# block 1

Block 1, the metal 3 layer:
(6 px per µm)
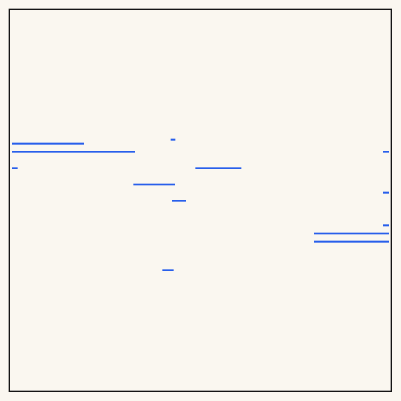

$ cat config.mk
export PLATFORM = sky130hd
export DESIGN_NAME = dec_scan_ctrl
export DESIGN_NICKNAME = d
export VERILOG_FILES = /design/src/rtl/dec_scan_ctrl.sv
export SDC_FILE = /design/constraint.sdc
export NUM_CORES = 1
export LEC_CHECK = 0
export CAP_MARGIN = 20
export CORE_MARGIN = 10
export CORE_UTILIZATION = 44
export DETAILED_ROUTE_END_ITERATION = 8
export GPL_ROUTABILITY_DRIVEN = 0
export PLACE_DENSITY = 0.79
export REMOVE_ABC_BUFFERS = 1
export SYNTH_ARGS = -nofsm -noshare
export SYNTH_HDL_FRONTEND = slang
export SYNTH_SLANG_ARGS = --single-unit
$ cat constraint.sdc
create_clock -name clk -period 1.7 [get_ports clk]
set_input_delay 0.255 -clock clk [delete_from_list [all_inputs] [get_ports clk]]
set_output_delay 0.255 -clock clk [all_outputs]
set_load 0.005 [all_outputs]
$ cat src/rtl/dec_scan_ctrl.sv
`default_nettype none
// ----------------------------------------------------------------------------
// dec_scan_ctrl : sequences a 3-to-8 decoder select (W/En) up or down with a
//                 per-step dwell, single-pass or looping. Rev 1.0
// ----------------------------------------------------------------------------
module dec_scan_ctrl #(
  parameter int DWELL_W = 4
) (
  input  logic               clk,
  input  logic               rst,
  input  logic               start,
  input  logic               stop,
  input  logic               dir,
  input  logic               loop,
  input  logic [DWELL_W-1:0] dwell,
  output logic [2:0]         W,
  output logic               En,
  output logic               busy,
  output logic               done
);

  typedef enum logic [1:0] {
    IDLE = 2'd0,
    SCAN = 2'd1,
    DONE = 2'd2
  } state_t;

  state_t               r_state, w_state;
  logic [2:0]           r_w, w_w;
  logic                 r_en, w_en;
  logic                 r_busy, w_busy;
  logic                 r_done, w_done;
  logic [DWELL_W-1:0]   r_cnt, w_cnt;
  logic [DWELL_W-1:0]   r_dwell, w_dwell;
  logic                 r_dir, w_dir;
  logic                 r_loop, w_loop;
  logic                 w_last;

  always_ff @(posedge clk or posedge rst) begin
    if (rst) begin
      r_state <= IDLE;
      r_w     <= 3'd0;
      r_en    <= 1'b0;
      r_busy  <= 1'b0;
      r_done  <= 1'b0;
      r_cnt   <= '0;
      r_dwell <= '0;
      r_dir   <= 1'b0;
      r_loop  <= 1'b0;
    end else begin
      r_state <= w_state;
      r_w     <= w_w;
      r_en    <= w_en;
      r_busy  <= w_busy;
      r_done  <= w_done;
      r_cnt   <= w_cnt;
      r_dwell <= w_dwell;
      r_dir   <= w_dir;
      r_loop  <= w_loop;
    end
  end

  // Final select value of a pass depends on the latched direction only.
  assign w_last = r_dir ? (r_w == 3'd0) : (r_w == 3'd7);

  always_comb begin
    w_state = r_state;
    w_w     = r_w;
    w_en    = r_en;
    w_busy  = r_busy;
    w_done  = 1'b0;
    w_cnt   = r_cnt;
    w_dwell = r_dwell;
    w_dir   = r_dir;
    w_loop  = r_loop;
    case (r_state)
      IDLE: begin
        w_w    = 3'd0;
        w_en   = 1'b0;
        w_busy = 1'b0;
        w_cnt  = '0;
        if (start && !stop) begin
          w_state = SCAN;
          w_dir   = dir;
          w_loop  = loop;
          w_dwell = dwell;
          w_w     = dir ? 3'd7 : 3'd0;
          w_en    = 1'b1;
          w_busy  = 1'b1;
        end
      end
      SCAN: begin
        if (stop) begin
          w_state = IDLE;
          w_w     = 3'd0;
          w_en    = 1'b0;
          w_busy  = 1'b0;
          w_cnt   = '0;
        end else if (r_cnt == r_dwell) begin
          w_cnt = '0;
          if (w_last && !r_loop) begin
            w_state = DONE;
            w_en    = 1'b0;
            w_busy  = 1'b0;
            w_done  = 1'b1;
          end else begin
            // 3-bit arithmetic gives the 7->0 / 0->7 wrap for free.
            w_w = r_dir ? (r_w - 3'd1) : (r_w + 3'd1);
          end
        end else begin
          w_cnt = r_cnt + 1'b1;
        end
      end
      DONE: begin
        w_state = IDLE;
        w_w     = 3'd0;
        w_en    = 1'b0;
        w_busy  = 1'b0;
        w_cnt   = '0;
      end
      default: begin
        w_state = IDLE;
        w_w     = 3'd0;
        w_en    = 1'b0;
        w_busy  = 1'b0;
        w_cnt   = '0;
      end
    endcase
  end

  assign W    = r_w;
  assign En   = r_en;
  assign busy = r_busy;
  assign done = r_done;

endmodule
`default_nettype wire

# block 2

[config.mk]
export PLATFORM = sky130hd
export DESIGN_NAME = imem_arbiter
export DESIGN_NICKNAME = d
export VERILOG_FILES = /design/src/rtl/imem_arb_pkg.sv /design/src/rtl/imem_addr_check.sv /design/src/rtl/imem_arbiter.sv
export SDC_FILE = /design/constraint.sdc
export NUM_CORES = 1
export LEC_CHECK = 0
export ABC_AREA = 1
export CORE_UTILIZATION = 30
export CTS_CLUSTER_SIZE = 40
export DETAILED_ROUTE_END_ITERATION = 6
export PLACE_DENSITY = 0.71
export SLEW_MARGIN = 20
export SYNTH_ARGS = -nofsm -noshare
export SYNTH_HDL_FRONTEND = slang
export SYNTH_SLANG_ARGS = --single-unit
[constraint.sdc]
create_clock -name clk -period 2 [get_ports clk]
set_clock_uncertainty 0.15 [all_clocks]
set_input_delay 0.3 -clock clk [delete_from_list [all_inputs] [get_ports clk]]
set_output_delay 0.3 -clock clk [all_outputs]
set_load 0.005 [all_outputs]
[src/rtl/imem_arb_pkg.sv]
// Shared definitions for the instruction-memory arbiter: FSM encodings,
// port-select constants and the default ROM base address.
package imem_arb_pkg;

  typedef enum logic [1:0] {
    IDLE = 2'd0,
    BUSY = 2'd1,
    RESP = 2'd2
  } state_t;

  localparam logic SEL_F = 1'b0;
  localparam logic SEL_D = 1'b1;

  localparam logic [31:0] DEFAULT_BASE_ADDR = 32'h0040_0000;

endpackage

[src/rtl/imem_addr_check.sv]
// Combinational fault detector for ROM byte addresses: below base,
// misaligned, or word index beyond the ROM depth.
module imem_addr_check #(
  parameter int DATA_WIDTH   = 32,
  parameter int MEMORY_DEPTH = 64
) (
  input  logic [DATA_WIDTH-1:0] addr,
  input  logic [DATA_WIDTH-1:0] base_addr,
  output logic                  fault
);

  localparam logic [DATA_WIDTH-1:0] DEPTH = DATA_WIDTH'(MEMORY_DEPTH);

  logic [DATA_WIDTH-1:0] index_s;

  // The subtraction only happens once addr >= base_addr, so it cannot wrap.
  always_comb begin
    index_s = {DATA_WIDTH{1'b0}};
    fault   = 1'b0;
    if (addr < base_addr) begin
      fault = 1'b1;
    end else begin
      index_s = (addr - base_addr) >> 2'd2;
      if (addr[1:0] != 2'b00) begin
        fault = 1'b1;
      end else if (index_s >= DEPTH) begin
        fault = 1'b1;
      end else begin
        fault = 1'b0;
      end
    end
  end

endmodule

[src/rtl/imem_arbiter.sv]
// Two-port (fetch / debug) arbiter and sequencer for the asynchronous program ROM.
// Define IMEM_ARB_RR_EN for round-robin tie breaking; otherwise fetch has fixed priority.
module imem_arbiter
  import imem_arb_pkg::*;
#(
  parameter int                    MEMORY_DEPTH = 64,
  parameter int                    DATA_WIDTH   = 32,
  parameter logic [DATA_WIDTH-1:0] BASE_ADDR    = DATA_WIDTH'(DEFAULT_BASE_ADDR)
) (
  input  logic                  clk,
  input  logic                  reset,
  input  logic                  f_req_i,
  input  logic [DATA_WIDTH-1:0] f_addr_i,
  output logic                  f_gnt_o,
  output logic                  f_rvalid_o,
  output logic [DATA_WIDTH-1:0] f_rdata_o,
  output logic                  f_err_o,
  input  logic                  d_req_i,
  input  logic [DATA_WIDTH-1:0] d_addr_i,
  output logic                  d_gnt_o,
  output logic                  d_rvalid_o,
  output logic [DATA_WIDTH-1:0] d_rdata_o,
  output logic                  d_err_o,
  output logic [DATA_WIDTH-1:0] mem_addr_o,
  input  logic [DATA_WIDTH-1:0] mem_data_i
);

  state_t                state_r, state_nxt;
  logic                  sel_r, sel_nxt, pick_s;
  logic                  fault_r, fault_nxt, fault_s;
  logic                  any_req_s;
  logic [DATA_WIDTH-1:0] win_addr_s;

  logic                  f_gnt_r, f_gnt_nxt, d_gnt_r, d_gnt_nxt;
  logic                  f_rvalid_r, f_rvalid_nxt, d_rvalid_r, d_rvalid_nxt;
  logic                  f_err_r, f_err_nxt, d_err_r, d_err_nxt;
  logic [DATA_WIDTH-1:0] f_rdata_r, f_rdata_nxt, d_rdata_r, d_rdata_nxt;
  logic [DATA_WIDTH-1:0] mem_addr_r, mem_addr_nxt;

`ifdef IMEM_ARB_RR_EN
  logic prio_r;

  // Tie-break pointer: the port granted last loses the next tie.
  always_ff @(posedge clk) begin
    if (reset) begin
      prio_r <= SEL_F;
    end else if (state_r == BUSY) begin
      prio_r <= ~sel_r;
    end else begin
      prio_r <= prio_r;
    end
  end
`endif

  // Winner selection and its address, evaluated whenever requests may be sampled.
  always_comb begin
    pick_s     = SEL_F;
    win_addr_s = f_addr_i;
    any_req_s  = f_req_i | d_req_i;
`ifdef IMEM_ARB_RR_EN
    if (f_req_i && d_req_i) begin
      pick_s = prio_r;
    end else if (f_req_i) begin
      pick_s = SEL_F;
    end else begin
      pick_s = SEL_D;
    end
`else
    if (f_req_i) begin
      pick_s = SEL_F;
    end else begin
      pick_s = SEL_D;
    end
`endif
    if (pick_s == SEL_D) begin
      win_addr_s = d_addr_i;
    end else begin
      win_addr_s = f_addr_i;
    end
  end

  // The fault is judged on exactly the address being latched for the access.
  imem_addr_check #(
    .DATA_WIDTH  (DATA_WIDTH),
    .MEMORY_DEPTH(MEMORY_DEPTH)
  ) u_addr_check (
    .addr     (win_addr_s),
    .base_addr(BASE_ADDR),
    .fault    (fault_s)
  );

  // State register together with the latched winner and its fault flag.
  always_ff @(posedge clk) begin
    if (reset) begin
      state_r <= IDLE;
      sel_r   <= SEL_F;
      fault_r <= 1'b0;
    end else begin
      state_r <= state_nxt;
      sel_r   <= sel_nxt;
      fault_r <= fault_nxt;
    end
  end

  // Next-state logic: requests are only sampled in IDLE and RESP.
  always_comb begin
    state_nxt = state_r;
    sel_nxt   = sel_r;
    fault_nxt = fault_r;
    case (state_r)
      IDLE, RESP: begin
        if (any_req_s) begin
          state_nxt = BUSY;
          sel_nxt   = pick_s;
          fault_nxt = fault_s;
        end else begin
          state_nxt = IDLE;
        end
      end
      BUSY:    state_nxt = RESP;
      default: state_nxt = IDLE;
    endcase
  end

  // Output logic: next values of the registered port outputs.
  always_comb begin
    f_gnt_nxt    = (state_nxt == BUSY) && (sel_nxt == SEL_F);
    d_gnt_nxt    = (state_nxt == BUSY) && (sel_nxt == SEL_D);
    f_rvalid_nxt = (state_r == BUSY) && (sel_r == SEL_F);
    d_rvalid_nxt = (state_r == BUSY) && (sel_r == SEL_D);
    f_err_nxt    = f_rvalid_nxt && fault_r;
    d_err_nxt    = d_rvalid_nxt && fault_r;
    f_rdata_nxt  = f_rdata_r;
    d_rdata_nxt  = d_rdata_r;
    mem_addr_nxt = BASE_ADDR;
    if (f_rvalid_nxt) begin
      f_rdata_nxt = fault_r ? {DATA_WIDTH{1'b0}} : mem_data_i;
    end else begin
      f_rdata_nxt = f_rdata_r;
    end
    if (d_rvalid_nxt) begin
      d_rdata_nxt = fault_r ? {DATA_WIDTH{1'b0}} : mem_data_i;
    end else begin
      d_rdata_nxt = d_rdata_r;
    end
    // A faulting access never presents its address to the ROM.
    if ((state_nxt == BUSY) && !fault_nxt) begin
      mem_addr_nxt = win_addr_s;
    end else begin
      mem_addr_nxt = BASE_ADDR;
    end
  end

  // Output registers.
  always_ff @(posedge clk) begin
    if (reset) begin
      f_gnt_r    <= 1'b0;
      d_gnt_r    <= 1'b0;
      f_rvalid_r <= 1'b0;
      d_rvalid_r <= 1'b0;
      f_err_r    <= 1'b0;
      d_err_r    <= 1'b0;
      f_rdata_r  <= {DATA_WIDTH{1'b0}};
      d_rdata_r  <= {DATA_WIDTH{1'b0}};
      mem_addr_r <= BASE_ADDR;
    end else begin
      f_gnt_r    <= f_gnt_nxt;
      d_gnt_r    <= d_gnt_nxt;
      f_rvalid_r <= f_rvalid_nxt;
      d_rvalid_r <= d_rvalid_nxt;
      f_err_r    <= f_err_nxt;
      d_err_r    <= d_err_nxt;
      f_rdata_r  <= f_rdata_nxt;
      d_rdata_r  <= d_rdata_nxt;
      mem_addr_r <= mem_addr_nxt;
    end
  end

  assign f_gnt_o    = f_gnt_r;
  assign d_gnt_o    = d_gnt_r;
  assign f_rvalid_o = f_rvalid_r;
  assign d_rvalid_o = d_rvalid_r;
  assign f_err_o    = f_err_r;
  assign d_err_o    = d_err_r;
  assign f_rdata_o  = f_rdata_r;
  assign d_rdata_o  = d_rdata_r;
  assign mem_addr_o = mem_addr_r;

endmodule

# block 3

## config.mk

```make
export PLATFORM = sky130hd
export DESIGN_NAME = vga_timing_gen
export DESIGN_NICKNAME = d
export VERILOG_FILES = /design/src/rtl/vga_timing_gen.sv
export SDC_FILE = /design/constraint.sdc
export NUM_CORES = 1
export LEC_CHECK = 0
export CAP_MARGIN = 0
export CORE_MARGIN = 10
export CORE_UTILIZATION = 28
export DETAILED_ROUTE_END_ITERATION = 6
export PLACE_DENSITY = 0.52
export SYNTH_ARGS = -nofsm -noshare
export SYNTH_HDL_FRONTEND = slang
export SYNTH_SLANG_ARGS = --single-unit
```

## constraint.sdc

```tcl
create_clock -name clk -period 6.51 [get_ports clk]
set_clock_uncertainty 0.1 [all_clocks]
set_input_delay 1.302 -clock clk [delete_from_list [all_inputs] [get_ports clk]]
set_output_delay 1.302 -clock clk [all_outputs]
set_load 0.02 [all_outputs]
```

## src/rtl/vga_timing_gen.sv

```systemverilog
// Parametrised raster timing generator: pixel clock enable by integer division of clk,
// registered hsync/vsync/de, pixel coordinates and line/frame start strobes.
module vga_timing_gen #(
  parameter int unsigned DIV      = 4,
  parameter int unsigned H_ACTIVE = 640,
  parameter int unsigned H_FP     = 16,
  parameter int unsigned H_SYNC   = 96,
  parameter int unsigned H_BP     = 48,
  parameter int unsigned V_ACTIVE = 480,
  parameter int unsigned V_FP     = 11,
  parameter int unsigned V_SYNC   = 2,
  parameter int unsigned V_BP     = 31,
  parameter int unsigned HS_POL   = 1,
  parameter int unsigned VS_POL   = 1,
  parameter int unsigned XW       = 10,
  parameter int unsigned YW       = 10
) (
  input  logic          clk,
  input  logic          rst,
  input  logic          en,
  output logic          pixel_ce,
  output logic          hsync,
  output logic          vsync,
  output logic          de,
  output logic [XW-1:0] x,
  output logic [YW-1:0] y,
  output logic          line_start,
  output logic          frame_start
);
  localparam int unsigned H_TOTAL  = H_ACTIVE + H_FP + H_SYNC + H_BP;
  localparam int unsigned V_TOTAL  = V_ACTIVE + V_FP + V_SYNC + V_BP;
  localparam int unsigned HS_START = H_ACTIVE + H_FP;
  localparam int unsigned HS_END   = HS_START + H_SYNC;
  localparam int unsigned VS_START = V_ACTIVE + V_FP;
  localparam int unsigned VS_END   = VS_START + V_SYNC;
  localparam int unsigned DW       = (DIV > 1) ? $clog2(DIV) : 1;

  localparam logic [DW-1:0] DIV_LAST = DW'(DIV - 1);
  localparam logic [XW-1:0] X_LAST   = XW'(H_TOTAL - 1);
  localparam logic [YW-1:0] Y_LAST   = YW'(V_TOTAL - 1);
  localparam logic          HS_ACT   = (HS_POL != 0);
  localparam logic          VS_ACT   = (VS_POL != 0);

  logic [DW-1:0] divcnt_q, divcnt_d;
  logic [XW-1:0] x_q, x_d;
  logic [YW-1:0] y_q, y_d;
  logic          hsync_q, hsync_d;
  logic          vsync_q, vsync_d;
  logic          de_q, de_d;
  logic          ls_q, ls_d;
  logic          fs_q, fs_d;

  assign pixel_ce = en && (divcnt_q == '0);

  // Decode is taken from the advanced coordinates so syncs and x/y change on the same edge.
  always_comb begin
    divcnt_d = (divcnt_q == DIV_LAST) ? '0 : divcnt_q + 1'b1;
    x_d      = x_q + 1'b1;
    y_d      = y_q;
    if (x_q == X_LAST) begin
      x_d = '0;
      y_d = (y_q == Y_LAST) ? '0 : y_q + 1'b1;
    end
    hsync_d = ((32'(x_d) >= HS_START) && (32'(x_d) < HS_END)) ? HS_ACT : ~HS_ACT;
    vsync_d = ((32'(y_d) >= VS_START) && (32'(y_d) < VS_END)) ? VS_ACT : ~VS_ACT;
    de_d    = (32'(x_d) < H_ACTIVE) && (32'(y_d) < V_ACTIVE);
    ls_d    = (x_d == '0);
    fs_d    = (x_d == '0) && (y_d == '0);
  end

  always_ff @(posedge clk or posedge rst) begin
    if (rst) begin
      divcnt_q <= '0;
      x_q      <= X_LAST;
      y_q      <= Y_LAST;
      hsync_q  <= ~HS_ACT;
      vsync_q  <= ~VS_ACT;
      de_q     <= 1'b0;
      ls_q     <= 1'b0;
      fs_q     <= 1'b0;
    end else if (!en) begin
      // Restart state: the next enabled pixel_ce lands on (0,0).
      divcnt_q <= '0;
      x_q      <= X_LAST;
      y_q      <= Y_LAST;
      hsync_q  <= ~HS_ACT;
      vsync_q  <= ~VS_ACT;
      de_q     <= 1'b0;
      ls_q     <= 1'b0;
      fs_q     <= 1'b0;
    end else begin
      divcnt_q <= divcnt_d;
      if (pixel_ce) begin
        x_q     <= x_d;
        y_q     <= y_d;
        hsync_q <= hsync_d;
        vsync_q <= vsync_d;
        de_q    <= de_d;
        ls_q    <= ls_d;
        fs_q    <= fs_d;
      end
    end
  end

  assign x           = x_q;
  assign y           = y_q;
  assign hsync       = hsync_q;
  assign vsync       = vsync_q;
  assign de          = de_q;
  assign line_start  = ls_q;
  assign frame_start = fs_q;
endmodule

```

# block 4

--- config.mk ---
export PLATFORM = sky130hd
export DESIGN_NAME = pipe_ctrl_flat
export DESIGN_NICKNAME = d
export VERILOG_FILES = /design/src/rtl/pipe_pkg.sv /design/src/rtl/pipe_ctrl_if.sv /design/src/rtl/pipe_ctrl_hazard_unit.sv /design/src/rtl/pipe_ctrl.sv /design/src/flat_wrapper.sv
export SDC_FILE = /design/constraint.sdc
export NUM_CORES = 1
export LEC_CHECK = 0
export CAP_MARGIN = 20
export CORE_UTILIZATION = 49
export DETAILED_ROUTE_END_ITERATION = 7
export PLACE_DENSITY_LB_ADDON = 0.25
export SETUP_SLACK_MARGIN = 0.3
export SLEW_MARGIN = 20
export SYNTH_ARGS = -nofsm -noshare
export SYNTH_HDL_FRONTEND = slang
export SYNTH_SLANG_ARGS = --single-unit
--- constraint.sdc ---
create_clock -name clk -period 3.94 [get_ports clk]
set_clock_uncertainty 0.15 [all_clocks]
set_input_delay 0.394 -clock clk [delete_from_list [all_inputs] [get_ports clk]]
set_output_delay 0.394 -clock clk [all_outputs]
set_load 0.1 [all_outputs]
--- src/rtl/pipe_pkg.sv ---
// Shared types for the pipeline sequencer: FSM state encoding and the
// per-stage enable/flush bundle handed from the hazard logic to the top.
package pipe_pkg;

    typedef enum logic [1:0] {
        RUN  = 2'd0,
        HALT = 2'd1,
        STEP = 2'd2
    } state_t;

    typedef struct packed {
        logic pc_en;
        logic ifid_en;
        logic ifid_flush;
        logic idex_flush;
        logic exmem_en;
        logic memwb_en;
        logic memwb_flush;
    } stage_ctl_t;

    localparam stage_ctl_t CTL_FREEZE = '0;

endpackage

--- src/rtl/pipe_ctrl_if.sv ---
// Hazard inputs, debug controls and stage-control outputs of the sequencer.
// The core/debugger side is the master, pipe_ctrl is the slave.
interface pipe_ctrl_if #(
    parameter int CNT_W = 16
);
    logic             idex_memread;
    logic [4:0]       idex_rt;
    logic [4:0]       ifid_rs;
    logic [4:0]       ifid_rt;
    logic             branch_taken;
    logic             mem_req;
    logic             mem_ready;
    logic             bp_hit;
    logic             dbg_halt_req;
    logic             dbg_step;
    logic             dbg_resume;

    logic             pc_en;
    logic             ifid_en;
    logic             ifid_flush;
    logic             idex_flush;
    logic             exmem_en;
    logic             memwb_en;
    logic             memwb_flush;
    logic             halted;
    logic             step_done;
    logic             mem_err;
    logic [CNT_W-1:0] stall_cnt;

    modport master (
        output idex_memread, idex_rt, ifid_rs, ifid_rt, branch_taken,
               mem_req, mem_ready, bp_hit, dbg_halt_req, dbg_step, dbg_resume,
        input  pc_en, ifid_en, ifid_flush, idex_flush, exmem_en, memwb_en,
               memwb_flush, halted, step_done, mem_err, stall_cnt
    );

    modport slave (
        input  idex_memread, idex_rt, ifid_rs, ifid_rt, branch_taken,
               mem_req, mem_ready, bp_hit, dbg_halt_req, dbg_step, dbg_resume,
        output pc_en, ifid_en, ifid_flush, idex_flush, exmem_en, memwb_en,
               memwb_flush, halted, step_done, mem_err, stall_cnt
    );

endinterface

--- src/rtl/pipe_ctrl_hazard_unit.sv ---
// Combinational advance logic: memory wait > taken branch > load-use > run.
module hazard_unit
    import pipe_pkg::*;
(
    input  logic       memread_i,
    input  logic [4:0] idex_rt_i,
    input  logic [4:0] ifid_rs_i,
    input  logic [4:0] ifid_rt_i,
    input  logic       branch_taken_i,
    input  logic       mem_req_i,
    input  logic       mem_ready_i,
    output stage_ctl_t ctl_o,
    output logic       memwait_o
);

    logic loaduse;

    assign memwait_o = mem_req_i & ~mem_ready_i;
    assign loaduse   = memread_i & (idex_rt_i != 5'd0) &
                       ((idex_rt_i == ifid_rs_i) | (idex_rt_i == ifid_rt_i));

    always_comb begin
        ctl_o = '{pc_en: 1'b1, ifid_en: 1'b1, ifid_flush: 1'b0, idex_flush: 1'b0,
                  exmem_en: 1'b1, memwb_en: 1'b1, memwb_flush: 1'b0};
        if (memwait_o) begin
            // Freeze upstream, drain a bubble into WB while the access is pending.
            ctl_o.pc_en       = 1'b0;
            ctl_o.ifid_en     = 1'b0;
            ctl_o.exmem_en    = 1'b0;
            ctl_o.memwb_flush = 1'b1;
        end else if (branch_taken_i) begin
            ctl_o.ifid_flush = 1'b1;
            ctl_o.idex_flush = 1'b1;
        end else if (loaduse) begin
            ctl_o.pc_en      = 1'b0;
            ctl_o.ifid_en    = 1'b0;
            ctl_o.idex_flush = 1'b1;
        end
    end

endmodule

--- src/rtl/pipe_ctrl.sv ---
// Pipeline sequencer: run/halt/step FSM, memory-timeout detection and stall
// counting wrapped around the combinational hazard unit.
module pipe_ctrl
    import pipe_pkg::*;
#(
    parameter int MEM_TIMEOUT = 64,
    parameter int CNT_W       = 16
) (
    input  logic      clk,
    input  logic      rst,
    pipe_ctrl_if.slave bus
);

    localparam int             WC_W    = (MEM_TIMEOUT > 2) ? $clog2(MEM_TIMEOUT) : 1;
    localparam logic [WC_W-1:0] WC_LAST = WC_W'(MEM_TIMEOUT - 1);

    state_t           state_q;
    logic             skip_bp_q;
    logic             step_done_q;
    logic             mem_err_q;
    logic [WC_W-1:0]  wait_cnt_q;
    logic [CNT_W-1:0] stall_cnt_q;

    stage_ctl_t adv;
    stage_ctl_t ctl;
    logic       memwait;
    logic       halt_cond;
    logic       halt_now;
    logic       timeout;

    hazard_unit u_hazard (
        .memread_i      (bus.idex_memread),
        .idex_rt_i      (bus.idex_rt),
        .ifid_rs_i      (bus.ifid_rs),
        .ifid_rt_i      (bus.ifid_rt),
        .branch_taken_i (bus.branch_taken),
        .mem_req_i      (bus.mem_req),
        .mem_ready_i    (bus.mem_ready),
        .ctl_o          (adv),
        .memwait_o      (memwait)
    );

    assign halt_cond = bus.dbg_halt_req | (bus.bp_hit & ~skip_bp_q);
    // A halt request waits for an in-flight access unless the access has timed out.
    assign timeout   = (state_q != HALT) & memwait & (wait_cnt_q == WC_LAST);

    always_comb begin
        ctl      = CTL_FREEZE;
        halt_now = 1'b0;
        if (!rst) begin
            case (state_q)
                RUN: begin
                    if (halt_cond && !memwait) halt_now = 1'b1;
                    else                       ctl      = adv;
                end
                STEP:    ctl = adv;
                default: ctl = CTL_FREEZE;
            endcase
        end
    end

    always_ff @(posedge clk) begin
        if (rst) begin
            state_q     <= RUN;
            skip_bp_q   <= 1'b0;
            step_done_q <= 1'b0;
            mem_err_q   <= 1'b0;
            wait_cnt_q  <= '0;
            stall_cnt_q <= '0;
        end else begin
            step_done_q <= 1'b0;
            skip_bp_q   <= 1'b0;

            if (!memwait)                  wait_cnt_q <= '0;
            else if (wait_cnt_q != WC_LAST) wait_cnt_q <= wait_cnt_q + 1'b1;

            if (state_q != HALT && !ctl.pc_en && stall_cnt_q != {CNT_W{1'b1}})
                stall_cnt_q <= stall_cnt_q + 1'b1;

            if (bus.dbg_resume) mem_err_q <= 1'b0;
            if (timeout)        mem_err_q <= 1'b1;

            case (state_q)
                RUN: begin
                    if (timeout || halt_now) state_q <= HALT;
                end
                STEP: begin
                    if (timeout) begin
                        state_q <= HALT;
                    end else if (ctl.pc_en) begin
                        state_q     <= HALT;
                        step_done_q <= 1'b1;
                    end
                end
                HALT: begin
                    if (bus.dbg_resume) begin
                        state_q   <= RUN;
                        skip_bp_q <= 1'b1;
                    end else if (bus.dbg_step) begin
                        state_q <= STEP;
                    end
                end
                default: state_q <= RUN;
            endcase
        end
    end

    assign bus.pc_en       = ctl.pc_en;
    assign bus.ifid_en     = ctl.ifid_en;
    assign bus.ifid_flush  = ctl.ifid_flush;
    assign bus.idex_flush  = ctl.idex_flush;
    assign bus.exmem_en    = ctl.exmem_en;
    assign bus.memwb_en    = ctl.memwb_en;
    assign bus.memwb_flush = ctl.memwb_flush;
    assign bus.halted      = (state_q == HALT);
    assign bus.step_done   = step_done_q;
    assign bus.mem_err     = mem_err_q;
    assign bus.stall_cnt   = stall_cnt_q;

endmodule

--- src/flat_wrapper.sv ---
// flat-port wrapper written by rule: the top's interface ports become plain ports
module pipe_ctrl_flat import pipe_pkg::*;
#(
    parameter int MEM_TIMEOUT = 64,
    parameter int CNT_W       = 16
)
  (clk, rst, bus_idex_memread, bus_idex_rt, bus_ifid_rs, bus_ifid_rt, bus_branch_taken, bus_mem_req, bus_mem_ready, bus_bp_hit, bus_dbg_halt_req, bus_dbg_step, bus_dbg_resume, bus_pc_en, bus_ifid_en, bus_ifid_flush, bus_idex_flush, bus_exmem_en, bus_memwb_en, bus_memwb_flush, bus_halted, bus_step_done, bus_mem_err, bus_stall_cnt);
  pipe_ctrl_if #(.CNT_W(CNT_W)) bus_i ();
  input  logic clk;
  input  logic rst;
  input wire logic [$bits(bus_i.idex_memread)-1:0] bus_idex_memread;
  input wire logic [$bits(bus_i.idex_rt)-1:0] bus_idex_rt;
  input wire logic [$bits(bus_i.ifid_rs)-1:0] bus_ifid_rs;
  input wire logic [$bits(bus_i.ifid_rt)-1:0] bus_ifid_rt;
  input wire logic [$bits(bus_i.branch_taken)-1:0] bus_branch_taken;
  input wire logic [$bits(bus_i.mem_req)-1:0] bus_mem_req;
  input wire logic [$bits(bus_i.mem_ready)-1:0] bus_mem_ready;
  input wire logic [$bits(bus_i.bp_hit)-1:0] bus_bp_hit;
  input wire logic [$bits(bus_i.dbg_halt_req)-1:0] bus_dbg_halt_req;
  input wire logic [$bits(bus_i.dbg_step)-1:0] bus_dbg_step;
  input wire logic [$bits(bus_i.dbg_resume)-1:0] bus_dbg_resume;
  output wire logic [$bits(bus_i.pc_en)-1:0] bus_pc_en;
  output wire logic [$bits(bus_i.ifid_en)-1:0] bus_ifid_en;
  output wire logic [$bits(bus_i.ifid_flush)-1:0] bus_ifid_flush;
  output wire logic [$bits(bus_i.idex_flush)-1:0] bus_idex_flush;
  output wire logic [$bits(bus_i.exmem_en)-1:0] bus_exmem_en;
  output wire logic [$bits(bus_i.memwb_en)-1:0] bus_memwb_en;
  output wire logic [$bits(bus_i.memwb_flush)-1:0] bus_memwb_flush;
  output wire logic [$bits(bus_i.halted)-1:0] bus_halted;
  output wire logic [$bits(bus_i.step_done)-1:0] bus_step_done;
  output wire logic [$bits(bus_i.mem_err)-1:0] bus_mem_err;
  output wire logic [$bits(bus_i.stall_cnt)-1:0] bus_stall_cnt;
  assign bus_i.idex_memread = bus_idex_memread;
  assign bus_i.idex_rt = bus_idex_rt;
  assign bus_i.ifid_rs = bus_ifid_rs;
  assign bus_i.ifid_rt = bus_ifid_rt;
  assign bus_i.branch_taken = bus_branch_taken;
  assign bus_i.mem_req = bus_mem_req;
  assign bus_i.mem_ready = bus_mem_ready;
  assign bus_i.bp_hit = bus_bp_hit;
  assign bus_i.dbg_halt_req = bus_dbg_halt_req;
  assign bus_i.dbg_step = bus_dbg_step;
  assign bus_i.dbg_resume = bus_dbg_resume;
  assign bus_pc_en = bus_i.pc_en;
  assign bus_ifid_en = bus_i.ifid_en;
  assign bus_ifid_flush = bus_i.ifid_flush;
  assign bus_idex_flush = bus_i.idex_flush;
  assign bus_exmem_en = bus_i.exmem_en;
  assign bus_memwb_en = bus_i.memwb_en;
  assign bus_memwb_flush = bus_i.memwb_flush;
  assign bus_halted = bus_i.halted;
  assign bus_step_done = bus_i.step_done;
  assign bus_mem_err = bus_i.mem_err;
  assign bus_stall_cnt = bus_i.stall_cnt;
  pipe_ctrl #(.MEM_TIMEOUT(MEM_TIMEOUT), .CNT_W(CNT_W)) u_core (.clk(clk), .rst(rst), .bus(bus_i));
endmodule
Block 4, the metal 3 layer:
(6 px per µm)
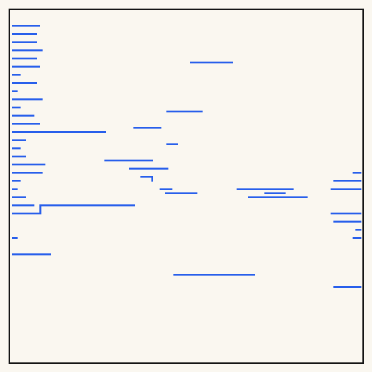
The longest straight run is 15.6 µm. 43 nets have wire on it. The layer holds 5.9% of the routed length. The layer carries 215 µm of wire.
Post-Route WL: 3.62 mm
routing usage on met3: 0.0308
vias: 1542

==> results.ini, block 4 <==
[status]
status=finished clean

[global_routing]
grt_util_met1=0.276
grt_pass1_wl_mm=5.77

[synth]
synthCells=186
yosys_cells=186
yosysTopAreaCellShare=0.343
ys_sh_adder=0.0159
fp_nets=213
ys_warn_count=0
top_logic_kind=simple AND/OR/NAND/NOR gates

[floorplan]
rows=20
die_h_um=58.7
die_area_mm2=0.00345

[route]
wl_met1_mm=1.67
detail-route-antenna-nets=0
drt-pass1-iter-count=4
dr.max_layer_used=met4

[power]
ir_worst_vdd_v=0.000248
switching_share=0.458
powerSeq_mw=0.309

[timing]
rsz0062_at_grt=no
final-hold-violation-count=0
drv_slew=0

[flow_run]
tool_warnings=26

[setup_path]
crit_type=in -> out

[block 4: area by class of cell]
| cell class | instances | area (µm²) |
|---|---|---|
| tap | 44 | 55.1 |
| inverter | 5 | 21.3 |
| multi-input combinational | 145 | 965 |
| clock buffer | 3 | 22.5 |
| timing repair buffer | 52 | 498 |
| sequential | 27 | 541 |
| fill | 259 | 946 |
| clock inverter | 1 | 5.00 |
[block 4: state kept, by name, indices dropped and copies added, names as in the netlist]
| signal | flops |
|---|---|
| u_core.wait_cnt_q | 6 |
| u_core.bus.step_done | 1 |
| u_core.state_q | 2 |
| u_core.bus.mem_err | 1 |
| u_core.skip_bp_q | 1 |
| u_core.bus.stall_cnt | 16 |
[block 4: path summary, 6_finish.rpt]
| kind | start | end | cells past startpoint |
|---|---|---|---|
| worst min-delay path | u_core.bus.stall_cnt[14] | u_core.bus.stall_cnt[14] | 2 |
| worst max-delay path | bus_idex_rt[1] | bus_pc_en | 6 |
| worst min register to register | u_core.bus.stall_cnt[14] | u_core.bus.stall_cnt[14] | 2 |
| worst max register to register | u_core.bus.stall_cnt[0] | u_core.bus.stall_cnt[9] | 7 |
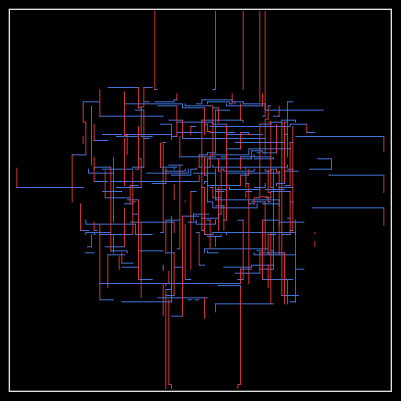
Block 1: signal wires by layer
(6 px per µm) Two of the layers only.
Red is M2, wire length 866 µm. Blue is M1, wire length 712 µm.
drt wl/cell: 14.3 µm
Post-Route WL: 1.68 mm
vias: 603
gr usage total: 0.0939

## Picture notes: 'the metal 3 layer' of block 1
The wires run mostly horizontal. The layer holds 4.6% of the routed length.
routing usage on met3: 0.0265

==> results.ini, block 1 <==
[route]
dr.max_layer_used=met4
wl_met1_um=712

[layout]
seq_cells=17
largest_class=sequential cells
comb_area_um2=399
stdcell_count=118

[timing]
layout_setup_ws_ps=54.3
fmax_mhz=608
max-slew-margin-rel=0.837

[placed_design]
place_ws_ps=-32.4
io_buffers=15
placed_area_mm2=0.00104

[synth]
synth_seq_share=0.513
synth.most_common_cell=dfrtp_1

[status]
status=finished clean

[setup_path]
path_cells=or4b_4 > a21o_1 > a211oi_2 > a311oi_2
cp_top_family=simple AND/OR/NAND/NOR gates
critPathMaxStageDelay_ps=550

[global_routing]
busiest_layer=met2

[cts]
clockBufferDepth=2
h-tree-depth=1
cts.clk_slew.worst_paths_ps=90

[power]
switching_share=0.289
maxPowerGroup=registers
intPower_mw=0.703

block 1: registers in the layout, summed over array words and instances (netlist names):
| name | count |
|---|---|
| r_loop | 1 |
| r_cnt | 4 |
| busy | 1 |
| r_state | 2 |
| W | 3 |
| r_dir | 1 |
| r_dwell | 4 |
| done | 1 |
block 1: stage by stage:
step           power [mW]   util
2_1_floorplan       0.667      -
3_3_place_gp        0.770  0.590
3_5_place_dp        0.785  0.590
4_1_cts             0.995  0.605
5_1_grt              1.06  0.613
6_report            0.990  0.613
block 1: repair_timing:
item / in CTS / in global routing
endpoints found under the setup margin: 0 / 2
hold endpoints to repair: 0 / 0
hold buffers: 0 / 0
setup buffers: 0 / 0
gates resized: 0 / 5
block 1: worst paths after layout:
kind / startpoint / cells after the start / slack [ps] / to
max: W[1] / 4 / 50 / W[0]
min: rst / 3 / 260 / r_dir
max reg2reg: W[1] / 4 / 50 / W[0]
min reg2reg: r_cnt[0] / 1 / 510 / r_cnt[0]
max in group asynchronous: rst / 3 / 1240 / r_dir
min in group clk: r_cnt[0] / 1 / 510 / r_cnt[0]
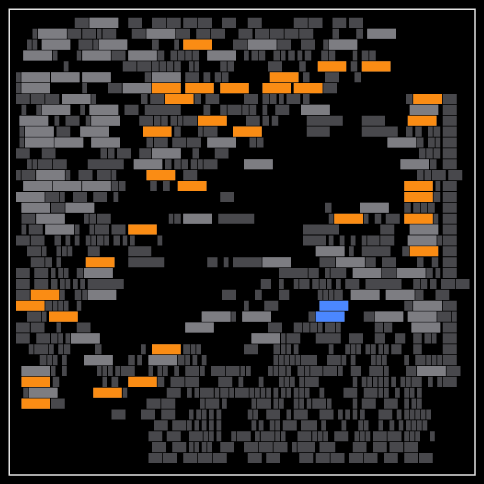
Block 2: sequential cells coloured by netlist name
(4 px per µm) Other sequential cells in the stronger grey, the rest of the logic in the fainter grey.
Orange is `d_rdata_o`, sequential cells 32, where widely spread. Blue is `state_r`, sequential cells 2.
fin util: 0.521
Seq/total area: 0.322
Flop area: 0.00212 mm²

==> results.ini, block 2 <==
[status]
status=finished clean

[setup_path]
critPathLaunch=f_rdata_o[15]
path_cells=clkdlybuf4s50_1

[layout]
comb_cells=367
largest_class=buffers
final-clk-cell-share=0.0480

[route]
wl_per_cell_um=12.6
dr.max_layer_used=met4

[flow_run]
tool_warnings=26

[cts]
clockRootBuffer=clkbuf_16
cts_resized=0

[global_routing]
grt_pass1_vias=3894

[min_path]
worstHoldEndpoint=f_err_o

[synth]
syn_avg_cell_area_um2=7.55
yosys_cells=517

## block 2: Yosys cell counts, drive strengths merged
library cell / count
nor3: 2
nand3: 3
nand4: 1
or2: 1
inv: 38
dfxtp: 106
a21oi: 45
buf: 9
conb: 2
o21ai: 67
clkbuf: 21
mux2i: 1
nand2: 131
nor2: 90
## block 2: report_power, final
part	leakage, nW	switching (mW)	internal (mW)
clock network	0.152	0.891	0.901
logic	1.88	0.352	0.485
registers	0.872	0.0508	2.23
total	2.91	1.29	3.62
## block 2: per-stage QoR
step | utilization | cells | TNS (ps) | hold slack, ps
6_report | 0.521 | 920 | 0 | 361
5_1_grt | 0.521 | 920 | 0 | 373
4_1_cts | 0.520 | 920 | 0 | 363
3_5_place_dp | 0.495 | 904 | -1310 | 345
3_3_place_gp | 0.495 | 904 | -784 | 341
2_1_floorplan | - | 541 | 0 | 313
## block 2: logic make-up (layout without fill, tap and decap cells)
group           Yosys count  after routing  share of synthesized area
compound gates          112            112                      0.144
flops                   106            106                      0.543
other cells               2             26                    0.00192
mux                       1              1                    0.00256
simple gates            228            228                      0.233
buf+inv                  68            275                     0.0756
Block 3, the metal 3 layer:
(4 px per µm)
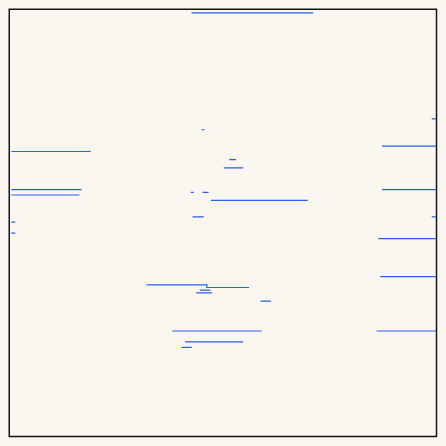
The layer holds 4.6% of the routed length. The layer carries 262 µm of wire.
routing usage on met3: 0.0157
Post-Route WL: 5.71 mm
vias: 1879

==> results.ini, block 3 <==
[cts]
clockRootBuffer=clkbuf_8
numCtsBuffers=3
clockBufferDepth=2

[synth]
top_area_cell=dfrtp_1
fp_nets=262
topCellsByArea=dfrtp_1 19%, dfstp_2 14%, nand2_1 6.1%, xnor2_1 4.2%, o21ai_0 3.1%
top_logic_kind=simple AND/OR/NAND/NOR gates
yosysTopAreaCellShare=0.191
ys.flops=27
synthCells=254

[timing]
rsz0062_at_grt=no
finalSetupTns_ps=0

[setup_path]
critPathLaunch=en
crit_type=in -> out
critPathMaxFanout=24
required_ps=5110
startpoint_type=input port

[floorplan]
nWellTaps=99
io_pins=29
die_h_um=106

[layout]
nClkBuffers=4
largest_class=logic gates
bufAreaShareNonClock=0.121
nonClockInverterCount=9
flop_area_um2=689
comb_area_mm2=0.00125
fin_area_mm2=0.00244

[route]
detail-route-antenna-nets=0
wl_met3_um=261
viasPerCell=5.15

[global_routing]
grt_pass1_vias=1794
overflow=0

[status]
status=finished clean

[power]
intPower_mw=0.481

[flow_run]
tool_warnings=28
cap_violations=0

block 3: layout by cell type, fill, tap and decap left out, types with 3 or more instances in the layout:
master           synthesis  layout
dfrtp_1                 16      16
nor3b_1                  3       3
nor2_1                  11      11
ha_1                     5       5
nor2b_1                  3       3
and4_1                   4       4
o21ai_1                  3       3
a21boi_1                 3       3
clkdlybuf4s50_1          0      28
a21oi_1                 10      10
a21boi_0                 3       3
o21ai_0                 13      13
nand3_1                 11      11
dfstp_2                 11      11
clkbuf_8                 0       3
and2_1                   5       5
nor4_1                   5       5
inv_1                    9       9
nor3_1                  10      10
nand4b_1                 3       3
nand2_1                 34      34
and3_1                   4       4
nand2b_1                 3       3
or3_1                    5       5
mux2i_1                  3       3
xnor2_1                 10      10
nand4_1                  9       9
xor2_1                   4       4
a21o_1                   3       3
block 3: final timing paths:
path,end,depth (start not counted)
max in group asynchronous,y[1],3
min in group asynchronous,y[6],3
hold / removal,divcnt_q[0],1
hold reg to reg,divcnt_q[0],1
setup reg to reg,frame_start,7
setup / recovery,pixel_ce,4

# block 5

<file path="config.mk">
export PLATFORM = sky130hd
export DESIGN_NAME = keypad_emulator
export DESIGN_NICKNAME = d
export VERILOG_FILES = /design/src/rtl/keypad_emulator_pkg.sv /design/src/rtl/keypad_emu_fifo.sv /design/src/rtl/keypad_emulator.sv
export SDC_FILE = /design/constraint.sdc
export NUM_CORES = 1
export LEC_CHECK = 0
export CORE_MARGIN = 5
export CORE_UTILIZATION = 56
export DETAILED_ROUTE_END_ITERATION = 10
export MAX_ROUTING_LAYER = met4
export PLACE_DENSITY = 0.89
export SLEW_MARGIN = 20
export SYNTH_ARGS = -nofsm -noshare
export SYNTH_HDL_FRONTEND = slang
export SYNTH_SLANG_ARGS = --single-unit
</file>
<file path="constraint.sdc">
create_clock -name clk -period 2.3 [get_ports clk]
set_input_delay 0.69 -clock clk [delete_from_list [all_inputs] [get_ports clk]]
set_output_delay 0.69 -clock clk [all_outputs]
set_load 0.02 [all_outputs]
</file>
<file path="src/rtl/keypad_emulator_pkg.sv">
// Shared keypad definitions: key-code constants, emulator FSM states and the
// key-code to (row, col) table used by both scanner and emulator.
package keypad_emulator_pkg;

  localparam logic [3:0] KEY_STAR = 4'd10;
  localparam logic [3:0] KEY_HASH = 4'd11;

  typedef enum logic [1:0] {
    IDLE  = 2'd0,
    PRESS = 2'd1,
    GAP   = 2'd2
  } state_t;

  typedef struct packed {
    logic [1:0] row;
    logic [1:0] col;
  } key_rc_t;

  // Codes 12-15 never reach the table in the emulator; they map to (0,0).
  function automatic key_rc_t key_to_rc(input logic [3:0] code);
    key_rc_t rc;
    rc = '0;
    case (code)
      4'd1:     rc = '{row: 2'd0, col: 2'd0};
      4'd2:     rc = '{row: 2'd0, col: 2'd1};
      4'd3:     rc = '{row: 2'd0, col: 2'd2};
      4'd4:     rc = '{row: 2'd1, col: 2'd0};
      4'd5:     rc = '{row: 2'd1, col: 2'd1};
      4'd6:     rc = '{row: 2'd1, col: 2'd2};
      4'd7:     rc = '{row: 2'd2, col: 2'd0};
      4'd8:     rc = '{row: 2'd2, col: 2'd1};
      4'd9:     rc = '{row: 2'd2, col: 2'd2};
      KEY_STAR: rc = '{row: 2'd3, col: 2'd0};
      4'd0:     rc = '{row: 2'd3, col: 2'd1};
      KEY_HASH: rc = '{row: 2'd3, col: 2'd2};
      default:  rc = '0;
    endcase
    return rc;
  endfunction

endpackage

</file>
<file path="src/rtl/keypad_emu_fifo.sv">
// Key-code queue: synchronous FIFO with wrap-around pointers carrying an
// extra MSB so full and empty are told apart without a counter.
module keypad_emu_fifo #(
  parameter int DEPTH = 4,
  parameter int WIDTH = 4
) (
  input  logic             clk,
  input  logic             rst_n,
  input  logic             push,
  input  logic             pop,
  input  logic             flush,
  input  logic [WIDTH-1:0] wr_data,
  output logic [WIDTH-1:0] rd_data,
  output logic             full,
  output logic             empty
);

  localparam int AW = $clog2(DEPTH);
  localparam logic [AW:0] PTR_ONE = 1;

  logic [WIDTH-1:0] mem [DEPTH];
  logic [AW:0]      wr_ptr;
  logic [AW:0]      rd_ptr;

  always_ff @(posedge clk or negedge rst_n) begin
    if (!rst_n) begin
      wr_ptr <= '0;
      rd_ptr <= '0;
    end else if (flush) begin
      wr_ptr <= '0;
      rd_ptr <= '0;
    end else begin
      if (push) wr_ptr <= wr_ptr + PTR_ONE;
      if (pop)  rd_ptr <= rd_ptr + PTR_ONE;
    end
  end

  always_ff @(posedge clk) begin
    if (push && !flush) mem[wr_ptr[AW-1:0]] <= wr_data;
  end

  assign rd_data = mem[rd_ptr[AW-1:0]];
  assign empty   = (wr_ptr == rd_ptr);
  assign full    = (wr_ptr[AW] != rd_ptr[AW]) && (wr_ptr[AW-1:0] == rd_ptr[AW-1:0]);

endmodule

</file>
<file path="src/rtl/keypad_emulator.sv">
// Keypad row-side emulator: replays queued key codes as timed presses on the
// row lines. Define KEYPAD_EMU_SYNC_EN for a 2-flop col synchronizer.
module keypad_emulator
  import keypad_emulator_pkg::*;
#(
  parameter int HOLD_CYCLES = 4096,
  parameter int GAP_CYCLES  = 4096,
  parameter int FIFO_DEPTH  = 4
) (
  input  logic       clk,
  input  logic       rst_n,
  input  logic       key_valid,
  input  logic [3:0] key_code,
  output logic       key_ready,
  input  logic       clear,
  input  logic [2:0] col,
  output logic [3:0] row,
  output logic       busy,
  output logic       err,
  output state_t     dbg_state
);

  localparam int MAX_CYCLES = (HOLD_CYCLES > GAP_CYCLES) ? HOLD_CYCLES : GAP_CYCLES;
  localparam int CW = $clog2(MAX_CYCLES + 1);
  localparam logic [CW-1:0] HOLD_LOAD = CW'(HOLD_CYCLES - 1);
  localparam logic [CW-1:0] GAP_LOAD  = CW'(GAP_CYCLES - 1);
  localparam logic [CW-1:0] CNT_ONE   = 1;

  state_t      state;
  logic [CW-1:0] cnt;
  logic [1:0]  krow;
  logic [1:0]  kcol;
  logic [2:0]  col_s;
  logic        fifo_full;
  logic        fifo_empty;
  logic [3:0]  fifo_rd_data;
  logic        hs;
  logic        code_ok;
  logic        push;
  logic        pop;
  key_rc_t     rc;

  // Handshake: a code transfers when key_valid & key_ready are both high on a
  // rising edge; key_ready never depends on key_valid.
  assign key_ready = !fifo_full && !clear;
  assign hs        = key_valid && key_ready;
  assign code_ok   = (key_code <= KEY_HASH);
  assign push      = hs && code_ok;
  assign pop       = (state == IDLE) && !fifo_empty && !clear;
  assign rc        = key_to_rc(fifo_rd_data);
  assign busy      = !fifo_empty || (state != IDLE);
  assign dbg_state = state;

  keypad_emu_fifo #(
    .DEPTH (FIFO_DEPTH),
    .WIDTH (4)
  ) u_fifo (
    .clk     (clk),
    .rst_n   (rst_n),
    .push    (push),
    .pop     (pop),
    .flush   (clear),
    .wr_data (key_code),
    .rd_data (fifo_rd_data),
    .full    (fifo_full),
    .empty   (fifo_empty)
  );

`ifdef KEYPAD_EMU_SYNC_EN
  logic [2:0] col_meta;
  always_ff @(posedge clk or negedge rst_n) begin
    if (!rst_n) begin
      col_meta <= '0;
      col_s    <= '0;
    end else begin
      col_meta <= col;
      col_s    <= col_meta;
    end
  end
`else
  always_ff @(posedge clk or negedge rst_n) begin
    if (!rst_n) col_s <= '0;
    else        col_s <= col;
  end
`endif

  always_ff @(posedge clk or negedge rst_n) begin
    if (!rst_n) begin
      state <= IDLE;
      cnt   <= '0;
      krow  <= '0;
      kcol  <= '0;
      row   <= '0;
      err   <= 1'b0;
    end else begin
      err <= hs && !code_ok;
      row <= ((state == PRESS) && col_s[kcol]) ? (4'b0001 << krow) : 4'b0000;
      if (clear) begin
        state <= IDLE;
        cnt   <= '0;
        row   <= '0;
      end else begin
        case (state)
          IDLE: begin
            if (!fifo_empty) begin
              krow  <= rc.row;
              kcol  <= rc.col;
              cnt   <= HOLD_LOAD;
              state <= PRESS;
            end
          end
          PRESS: begin
            if (cnt == '0) begin
              cnt   <= GAP_LOAD;
              state <= GAP;
            end else begin
              cnt <= cnt - CNT_ONE;
            end
          end
          GAP: begin
            if (cnt == '0) state <= IDLE;
            else           cnt   <= cnt - CNT_ONE;
          end
          default: state <= IDLE;
        endcase
      end
    end
  end

endmodule
</file>
==> results.ini <==
[status]
status=finished clean

[synth]
synth.most_common_cell=dfrtp_1
ys_top_cells_by_count=33 x dfrtp_1, 24 x nor2_1, 18 x o21ai_0, 16 x edfxtp_1, 14 x nand2_1
yosys_cells=230
fp_nets=252
edf_count=16
topCellsByArea=dfrtp_1 32%, edfxtp_1 19%, ha_1 5.4%, o21ai_0 3.5%, nor2_1 3.5%
top_logic_kind=AND-OR/OR-AND gates
yosysTopAreaCellShare=0.324

[timing]
drv_slew=0
finalSetupViolCount=0
finalSetupTns_ps=0
hold_slack_ps=522
max-slew-margin-rel=0.629
rsz0062_at_grt=no

[cts]
cts.clk_slew.worst_paths_ps=90
numCtsBuffers=5
holdBufCountCts=0

[power]
power_density_mw_per_mm2=1060
pg_clk_mw=0.497
p_sw_mw=1.26
maxPowerGroup=combinational logic
seqPwrFrac=0.394

[setup_path]
cp_num_buf_inv=2
arrival_ps=1590
r2r_cells=5

[layout]
nonClockInverterCount=13
largest_class=sequential cells
stdcell_count=316

[floorplan]
fp.coreArea_mm2=0.00438

[placed_design]
io_buffers=19
dp_cells=307
hpwl_mm=3.82

[global_routing]
busiest_layer=met2

[route]
drt-pass1-iter-count=4

[min_path]
whs_path_depth=1

-- layout by cell type (no fill, tap or decap), drive strengths merged, types with 3 or more instances in the layout --
master and n:
nand4 3, mux2i 4, buf 18, edfxtp 16, nor3 3, xnor2 5, nand2 14, clkinv 3
a21oi 4, o22ai 4, dfrtp 33, and2 6, ha 11, nand3 3, a22o 8, nor2 24
clkbuf 5, o41ai 4, xor2 3, mux4 4, a31oi 3, o31ai 3, nor3b 5, nor4 3
clkdlybuf4s50 17, o21ai 19, inv 13, and3 4
-- worst max path at each step --
stage          slack [ps]          endpoint
2_1_floorplan          50  u_fifo.mem[3][0]
3_3_place_gp         -440         key_ready
3_5_place_dp         -440         key_ready
4_1_cts                10              busy
5_1_grt                 8            cnt[8]
6_report               20         key_ready
-- cells by family after synthesis --
group	Yosys count
buffers and inverters	22
DFF	49
adders and majority gates	11
and+or+nand+nor	74
xor gates and xnor gates	8
AOI/OAI and AO/OA	58
muxes	8
-- state kept, by name (all words and copies together) (netlist names) --
register,count
krow,2
kcol,2
dbg_state,2
u_fifo.wr_ptr,3
u_fifo.mem,16
row,4
col_s,3
u_fifo.rd_ptr,3
err,1
cnt,13
Block 5, the metal 3 layer:
(4 px per µm)
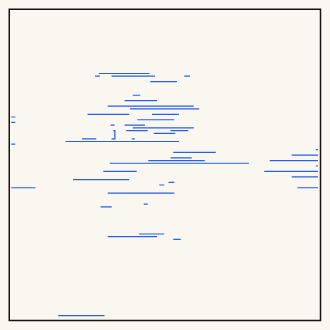
The layer holds 6.5% of the routed length. The layer carries 362 µm of wire.
Post-Route WL: 5.56 mm
vias: 1950
routing usage on met3: 0.0359



## Gallery

Signal wires by layer.
panel A
(3 px per µm) Two of the layers only.
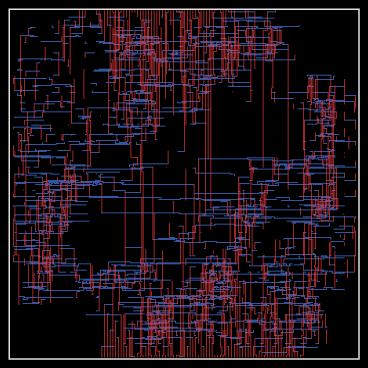
panel B
(6 px per µm) Two of the layers only.
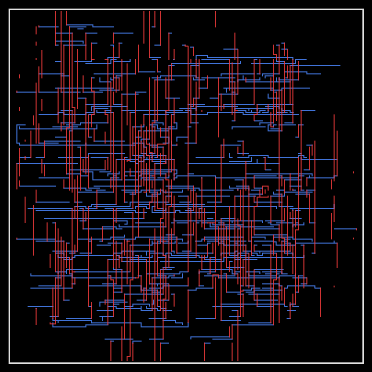
panel C
(4 px per µm) Two of the layers only.
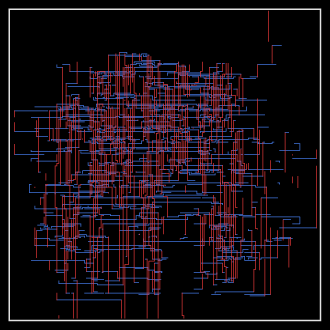
panel D
(4 px per µm) Two of the layers only.
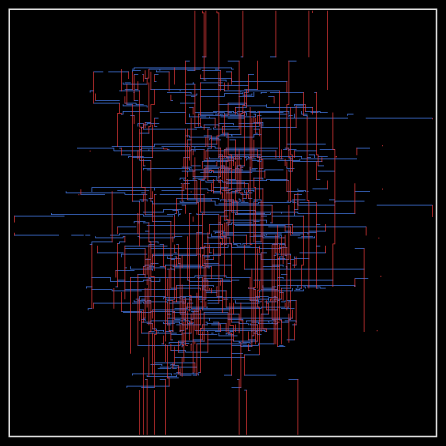
panel D -> block 3
panel B -> block 4
panel C -> block 5
panel A -> block 2

Power figures rest on the tool's default switching activity, not on a simulated workload.
